==================== mem_arbiter
Figure 1. Routing congestion map (mem_arbiter).
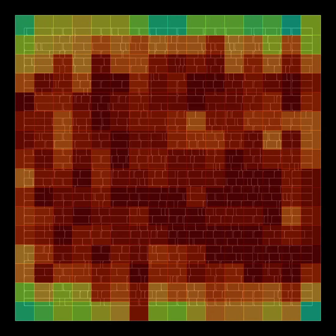

--- src/rtl/mem_arbiter.sv ---
// mem_arbiter
//   Arbitrates the instruction-fetch and data-access request streams of the
//   pipelined core onto one single-ported RAM, one transaction at a time.
//   Data has priority; after STARVE_LIMIT consecutive data grants taken while
//   fetch was waiting, fetch wins once (STARVE_LIMIT = 0 disables this).
//   A serve state lasting TIMEOUT cycles without ram_ack is aborted, returns
//   32'hBAD1BAD1 as read data and sets the sticky bus_err flag.
//
// Ports
//   CLK, nRST          clock (rising edge), asynchronous active-low reset
//   iREN, iaddr        fetch read request / word address
//   iwait, iload       fetch not complete this cycle / fetch read data
//   dREN, dWEN         data read / write request (write wins if both)
//   daddr, dstore      data address / write value
//   dwait, dload       data access not complete this cycle / data read data
//   ram_addr/ram_store RAM address / write data (registered)
//   ram_ren/ram_wen    RAM read / write strobes (high for the whole serve state)
//   ram_load, ram_ack  RAM read data / access complete this cycle
//   bus_err            sticky: a transaction timed out
module mem_arbiter #(
  parameter int unsigned STARVE_LIMIT = 4,
  parameter int unsigned TIMEOUT      = 255
) (
  input  logic        CLK,
  input  logic        nRST,
  input  logic        iREN,
  input  logic [31:0] iaddr,
  output logic        iwait,
  output logic [31:0] iload,
  input  logic        dREN,
  input  logic        dWEN,
  input  logic [31:0] daddr,
  input  logic [31:0] dstore,
  output logic        dwait,
  output logic [31:0] dload,
  output logic [31:0] ram_addr,
  output logic [31:0] ram_store,
  output logic        ram_ren,
  output logic        ram_wen,
  input  logic [31:0] ram_load,
  input  logic        ram_ack,
  output logic        bus_err
);

  localparam int unsigned SW = (STARVE_LIMIT > 0) ? $clog2(STARVE_LIMIT + 1) : 1;
  localparam int unsigned TW = (TIMEOUT > 0) ? $clog2(TIMEOUT + 1) : 1;
  localparam logic [SW-1:0] SMAX = SW'(STARVE_LIMIT);
  localparam logic [SW-1:0] SONE = SW'(1);
  localparam logic [TW-1:0] TMAX = TW'(TIMEOUT);
  localparam logic [TW-1:0] TONE = TW'(1);
  localparam logic [31:0]   ERR_WORD = 32'hBAD1BAD1;

  typedef enum logic [1:0] {
    IDLE  = 2'd0,
    ISERV = 2'd1,
    DSERV = 2'd2
  } state_t;

  state_t        r_state;
  state_t        w_next;
  logic [SW-1:0] r_scnt;
  logic [TW-1:0] r_tcnt;
  logic          r_ren;
  logic          r_wen;
  logic          r_err;
  logic [31:0]   r_addr;
  logic [31:0]   r_store;

  logic w_dreq;
  logic w_fetch_turn;
  logic w_dgrant;
  logic w_igrant;
  logic w_serve;
  logic w_tmax;
  logic w_done;
  logic w_timeout;

  assign w_dreq       = dREN | dWEN;
  // Fetch has waited through STARVE_LIMIT data grants: it takes this slot.
  assign w_fetch_turn = (STARVE_LIMIT > 0) && (r_scnt == SMAX) && iREN;
  assign w_dgrant     = (r_state == IDLE) && w_dreq && !w_fetch_turn;
  assign w_igrant     = (r_state == IDLE) && iREN && !w_dgrant;
  assign w_serve      = (r_state != IDLE);
  assign w_tmax       = (r_tcnt == TMAX);
  assign w_done       = w_serve && (ram_ack || w_tmax);
  // ack in the same cycle as the limit is a normal completion
  assign w_timeout    = w_serve && w_tmax && !ram_ack;

  always_ff @(posedge CLK or negedge nRST) begin
    if (!nRST) begin
      r_state <= IDLE;
    end else begin
      r_state <= w_next;
    end
  end

  always_comb begin
    w_next = r_state;
    iwait  = 1'b0;
    dwait  = 1'b0;
    iload  = '0;
    dload  = '0;

    unique case (r_state)
      IDLE: begin
        if (w_dgrant) begin
          w_next = DSERV;
        end else if (w_igrant) begin
          w_next = ISERV;
        end
      end
      ISERV, DSERV: begin
        if (ram_ack || w_tmax) begin
          w_next = IDLE;
        end
      end
      default: w_next = IDLE;
    endcase

    iwait = iREN   && !((r_state == ISERV) && (ram_ack || w_tmax));
    dwait = w_dreq && !((r_state == DSERV) && (ram_ack || w_tmax));

    if (r_state == ISERV) begin
      if (ram_ack) begin
        iload = ram_load;
      end else if (w_tmax) begin
        iload = ERR_WORD;
      end
    end
    if (r_state == DSERV) begin
      if (ram_ack) begin
        dload = ram_load;
      end else if (w_tmax) begin
        dload = ERR_WORD;
      end
    end
  end

  // RAM-side registers, starvation and timeout counters. Strobes are set on
  // the grant edge and cleared on the completing edge, so they track the
  // serve state exactly and drop immediately on reset.
  always_ff @(posedge CLK or negedge nRST) begin
    if (!nRST) begin
      r_addr  <= '0;
      r_store <= '0;
      r_ren   <= 1'b0;
      r_wen   <= 1'b0;
      r_scnt  <= '0;
      r_tcnt  <= '0;
      r_err   <= 1'b0;
    end else if (w_dgrant) begin
      r_addr  <= daddr;
      r_store <= dstore;
      r_wen   <= dWEN;
      r_ren   <= !dWEN;
      r_tcnt  <= '0;
      if (!iREN) begin
        r_scnt <= '0;
      end else if (r_scnt != SMAX) begin
        r_scnt <= r_scnt + SONE;
      end
    end else if (w_igrant) begin
      r_addr  <= iaddr;
      r_store <= '0;
      r_wen   <= 1'b0;
      r_ren   <= 1'b1;
      r_tcnt  <= '0;
      r_scnt  <= '0;
    end else if (w_done) begin
      r_ren <= 1'b0;
      r_wen <= 1'b0;
      if (w_timeout) begin
        r_err <= 1'b1;
      end
    end else if (w_serve) begin
      r_tcnt <= r_tcnt + TONE;
    end
  end

  assign ram_addr  = r_addr;
  assign ram_store = r_store;
  assign ram_ren   = r_ren;
  assign ram_wen   = r_wen;
  assign bus_err   = r_err;

endmodule

--- config.mk ---
export PLATFORM = sky130hd
export DESIGN_NAME = mem_arbiter
export DESIGN_NICKNAME = d
export VERILOG_FILES = /design/src/rtl/mem_arbiter.sv
export SDC_FILE = /design/constraint.sdc
export NUM_CORES = 1
export LEC_CHECK = 0
export CORE_MARGIN = 3
export CORE_UTILIZATION = 36
export CTS_CLUSTER_DIAMETER = 150
export DETAILED_ROUTE_END_ITERATION = 16
export PLACE_DENSITY = 0.81
export SLEW_MARGIN = 25
export SYNTH_ARGS = -nofsm -noshare
export SYNTH_HDL_FRONTEND = slang
export SYNTH_SLANG_ARGS = --single-unit
--- constraint.sdc ---
create_clock -name CLK -period 1.7 [get_ports CLK]
set_input_delay 0.255 -clock CLK [delete_from_list [all_inputs] [get_ports CLK]]
set_output_delay 0.255 -clock CLK [all_outputs]
set_load 0.1 [all_outputs]
==================== l2_arbiter
==> src/rtl/l2_arbiter.sv <==
// l2_arbiter
//   Shares the single L2 cache port between the L1 I-cache and L1 D-cache
//   miss paths. It accepts one miss at a time and latches its command
//   (op, address, write line). It holds the L2 strobe until l2_resp, then
//   routes a one-cycle resp pulse back to the owning requester.
//
// Configuration macro:
//   L2_ARB_RR_EN  defined   -> round-robin on simultaneous requests
//                 undefined -> fixed priority, D-cache over I-cache
//
// Ports:
//   clk, reset                    clock, synchronous active-high reset
//   icache_read/address           I-cache line-fill request
//   icache_rdata/resp             returned line and completion pulse
//   dcache_read/write/address     D-cache fill / writeback request
//   dcache_wdata                  D-cache writeback line
//   dcache_rdata/resp             returned line and completion pulse
//   l2_read/write                 registered strobes to L2, held until l2_resp
//   l2_address/wdata              latched command fields
//   l2_rdata/resp                 line and completion pulse from L2
//
// States:
//   IDLE    | requests sampled, grant decided
//   SERVE_I | I-cache command outstanding at L2
//   SERVE_D | D-cache command outstanding at L2
//   DRAIN   | one dead cycle after an aborted transaction
module l2_arbiter #(
  parameter int ADDR_W = 16,
  parameter int LINE_W = 128
) (
  input  logic              clk,
  input  logic              reset,
  input  logic              icache_read,
  input  logic [ADDR_W-1:0] icache_address,
  output logic [LINE_W-1:0] icache_rdata,
  output logic              icache_resp,
  input  logic              dcache_read,
  input  logic              dcache_write,
  input  logic [ADDR_W-1:0] dcache_address,
  input  logic [LINE_W-1:0] dcache_wdata,
  output logic [LINE_W-1:0] dcache_rdata,
  output logic              dcache_resp,
  output logic              l2_read,
  output logic              l2_write,
  output logic [ADDR_W-1:0] l2_address,
  output logic [LINE_W-1:0] l2_wdata,
  input  logic [LINE_W-1:0] l2_rdata,
  input  logic              l2_resp
);

  typedef enum logic [1:0] {IDLE, SERVE_I, SERVE_D, DRAIN} state_t;

  state_t state, state_nxt;
  logic   last_grant;  // 0 = I-cache, 1 = D-cache
  logic   abort;
  logic   i_req, d_req;
  logic   grant_i, grant_d;
  logic   serving, serve_req;

  assign i_req     = icache_read;
  assign d_req     = dcache_read | dcache_write;
  assign serving   = (state == SERVE_I) || (state == SERVE_D);
  // The owner's request as seen right now; a low here means it walked away.
  assign serve_req = (state == SERVE_I) ? i_req :
                     (state == SERVE_D) ? d_req : 1'b0;

`ifndef L2_ARB_RR_EN
  logic unused_last_grant;
  assign unused_last_grant = last_grant;
`endif

  always_ff @(posedge clk) begin
    if (reset) begin
      state      <= IDLE;
      l2_read    <= 1'b0;
      l2_write   <= 1'b0;
      l2_address <= '0;
      l2_wdata   <= '0;
      last_grant <= 1'b0;
      abort      <= 1'b0;
    end else begin
      state <= state_nxt;
      if (grant_i) begin
        l2_read    <= 1'b1;
        l2_write   <= 1'b0;
        l2_address <= icache_address;
        last_grant <= 1'b0;
        abort      <= 1'b0;
      end else if (grant_d) begin
        // Read and write together is illegal; the write wins.
        l2_read    <= dcache_read & ~dcache_write;
        l2_write   <= dcache_write;
        l2_address <= dcache_address;
        l2_wdata   <= dcache_wdata;
        last_grant <= 1'b1;
        abort      <= 1'b0;
      end else if (serving) begin
        if (l2_resp) begin
          l2_read  <= 1'b0;
          l2_write <= 1'b0;
        end else if (!serve_req) begin
          abort <= 1'b1;
        end
      end
    end
  end

  always_comb begin
    state_nxt = state;
    grant_i   = 1'b0;
    grant_d   = 1'b0;
    case (state)
      IDLE: begin
`ifdef L2_ARB_RR_EN
        if (i_req && d_req) begin
          grant_i = last_grant;
          grant_d = ~last_grant;
        end else begin
          grant_i = i_req;
          grant_d = d_req;
        end
`else
        grant_d = d_req;
        grant_i = i_req & ~d_req;
`endif
        if (grant_i)      state_nxt = SERVE_I;
        else if (grant_d) state_nxt = SERVE_D;
      end
      SERVE_I, SERVE_D: begin
        // A drop in the very cycle of l2_resp also counts as an abort.
        if (l2_resp) state_nxt = (abort || !serve_req) ? DRAIN : IDLE;
      end
      DRAIN:   state_nxt = IDLE;
      default: state_nxt = IDLE;
    endcase
  end

  always_comb begin
    icache_rdata = l2_rdata;
    dcache_rdata = l2_rdata;
    icache_resp  = (state == SERVE_I) && l2_resp && !abort && i_req;
    dcache_resp  = (state == SERVE_D) && l2_resp && !abort && d_req;
  end

endmodule

==> config.mk <==
export PLATFORM = sky130hd
export DESIGN_NAME = l2_arbiter
export DESIGN_NICKNAME = d
export VERILOG_FILES = /design/src/rtl/l2_arbiter.sv
export SDC_FILE = /design/constraint.sdc
export NUM_CORES = 1
export LEC_CHECK = 0
export CAP_MARGIN = 20
export CORE_AREA = 5 5 270 272
export DETAILED_ROUTE_END_ITERATION = 10
export DIE_AREA = 0 0 275 277
export PLACE_DENSITY = 0.33
export RECOVER_POWER = 100
export SKIP_LAST_GASP = 1
export SLEW_MARGIN = 20
export SYNTH_ARGS = -nofsm -noshare
export SYNTH_HDL_FRONTEND = slang
export SYNTH_SLANG_ARGS = --single-unit
==> constraint.sdc <==
create_clock -name clk -period 1.8 [get_ports clk]
set_input_delay 0.36 -clock clk [delete_from_list [all_inputs] [get_ports clk]]
set_output_delay 0.36 -clock clk [all_outputs]
set_load 0.02 [all_outputs]
Figure 2. Placed cells, one color a class (mem_arbiter).
The bar under the picture is 20 µm long. Fill, decap, tap and diode cells in gray.
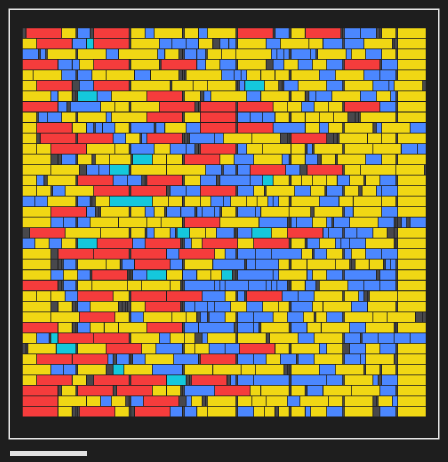
clock drivers and dummy loads -> cyan  # cells 16
remaining logic cells -> blue  # cells 281
sequential cells -> red  # cells 80
remaining buffers and delay cells -> yellow  # cells 350
fin area: 0.0102 mm²
final core utilization: 0.967
row count: 37

Notes on Figure 1 above:
grt met2 use: 0.577
met3 Use GR: 0.0682
total track usage: 0.312
Most Crowded Layer GR: met2
Avg WL per Cell: 41.5 µm

==> flow_summary.ini, mem_arbiter <==
; implementation run metrics
[run]
warnings = 38

[floorplan]
coreArea_mm2 = 0.0105
fp_util = 0.376
die_area_mm2 = 0.0123
ios = 267

[final_layout]
finalNonFillerCells = 874
sh_seq_area = 0.197
final_common_cell = buf_12
clkbuf_count = 9
nFillCells = 162
inverters = 8
antenna_cells = 11
logic_gate_count = 273

[status]
failed_checks = setup timing
status = finished, violations left

[synth]
synth_flop_count = 80
mux_share = 0.0888
synthCells = 390
yosys_area_mm2 = 0.00395
avgSynthCellArea_um2 = 10.1
synth-edff-count = 0
ys_sh_xor = 0.00222

[sta]
finalSetupTns_ns = -70.32
finalSetupViolations = 146
rsz0062_at_grt = true
fin_skew_ns = 0.0422
worst_slack_ns = -0.854
drv_slew = 0
hold_slack_ns = 0.409

[clock_network]
clockRootBuffer = clkbuf_8
htreeDepth = 3
post_cts_resized = 52
clockBufferDepth = 2
clock_latency_ns = 0.42

[pwr]
pwr_density_cell_mw_per_mm2 = 2500
leakagePower_nw = 4.43
p_total_mw = 25.4

[placed_design]
dp_slack_ns = -0.185

[critical_path]
required_ns = 1.44

[global_route]
grt.met1_usage = 0.347
grt_pass1_vias = 4944
grt_pass1_wl_um = 29900
grt_overflow = 0

[routing]
drc = 0
met1_length_um = 10400
mem_arbiter: report_power, final:
group | leakage [nW] | switching, mW | internal [mW]
logic | 3.34 | 12.4 | 7.29
clock network | 0.0917 | 0.899 | 0.680
registers | 0.998 | 1.33 | 2.75
mem_arbiter: worst paths after layout:
check                         startpoint            end
max                            r_tcnt[1]      dload[13]
min                                 nRST   ram_addr[12]
max reg2reg                   r_state[1]      r_tcnt[3]
min reg2reg                ram_store[18]  ram_store[18]
max in group asynchronous           nRST  ram_store[13]
min in group CLK               daddr[24]   ram_addr[24]
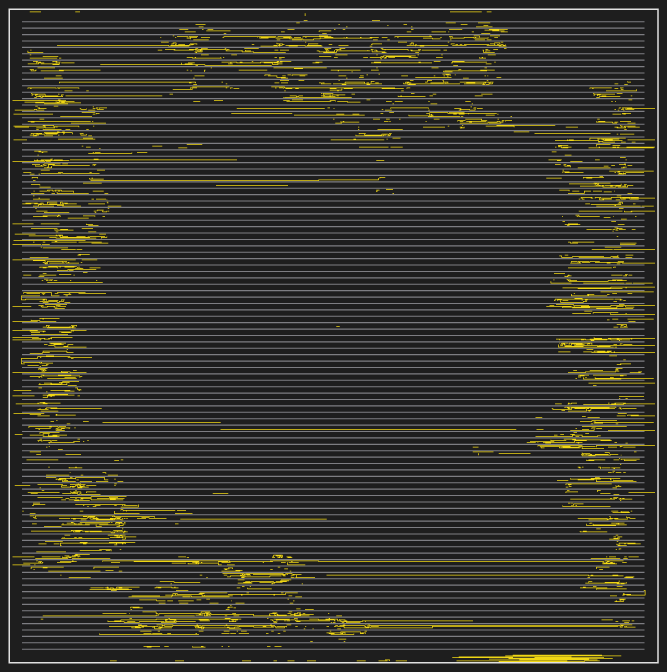
Figure 3: l2_arbiter, M1 wires.
Supply wires on this layer in gray.
longest straight run = 126 µm
main direction = horizontal
DR vias: 6054
grt met1 use: 0.0686
DRT Wirelength: 28200 µm

==> flow_summary.ini, l2_arbiter <==
; implementation run metrics
[critical_path]
reg2reg_to = l2_wdata[19]
crit_path_max_incr_delay_ns = 0.37

[synth]
area_leaders = dfxtp_1 40%, buf_4 27%, nand2_1 13%
common_cells = 269 x buf_4, 260 x nand2_1, 149 x dfxtp_1
synth_flop_count = 149
ys_types = 25
synth_nets = 1239

[routing]
top_layer_used = met4

[final_layout]
nets = 1309
final_cell_mix = 259 x nand2_1, 164 x clkdlybuf4s50_1, 147 x dfxtp_1
largest_reg_flops = 128

[global_route]
grt_pass1_vias = 6091

[status]
status = finished clean

[floorplan]
tapCellCount = 950
fp_util = 0.105

[sta]
finalSetupTns_ns = 0
drv_slew = 0
worst_slew_pin_slew_ns = 0.494

[run]
warnings = 30

[pwr]
ir_worst_vdd_mv = 0.696
l2_arbiter: repair_timing:
item                       in CTS  in global routing
pin swaps                       0                  2
resized                       158                 18
setup endpoints to repair     148                 69
buffers inserted                0                  4
gates cloned                    0                  3
l2_arbiter: stage by stage:
stage               total power [mW]  std cells  hold slack, ns  area [µm²]
floorplan                       8.94        942           0.471        7400
global placement                11.9       1936           0.441        9990
detailed placement              11.9       1936           0.447        9990
CTS                             15.3       1967           0.308       10400
global route                    16.4       1974           0.344       10600
finish                          15.3       1974           0.355       10600


## Gallery

Cell area per tile.
Plate I
The die is cut into 28 by 28 equal tiles; white is low, dark blue is high, 0 to 100% covered.
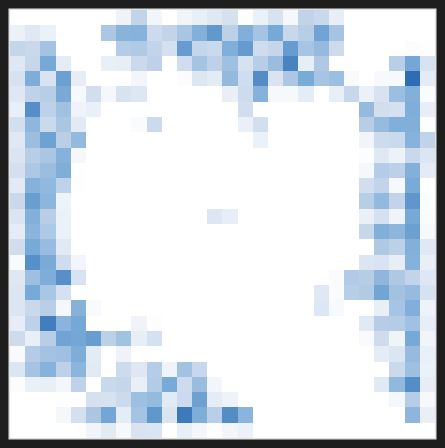
Plate II
The die is cut into 11 by 11 equal tiles; white is low, dark blue is high, 0 to 100% covered.
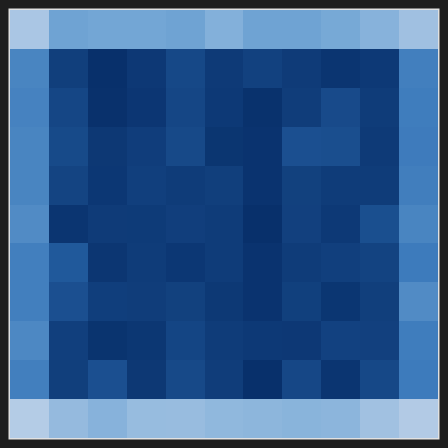
Plate II is mem_arbiter.
Plate I is l2_arbiter.
- highest utilization: Plate II

Key to Plate II:
fullest tile = 100%
tiles over 75% full = 67%
mean over tiles = 81%
densest ninth of the die = center

No activity file was given, so power comes from the tool's default toggle rates.
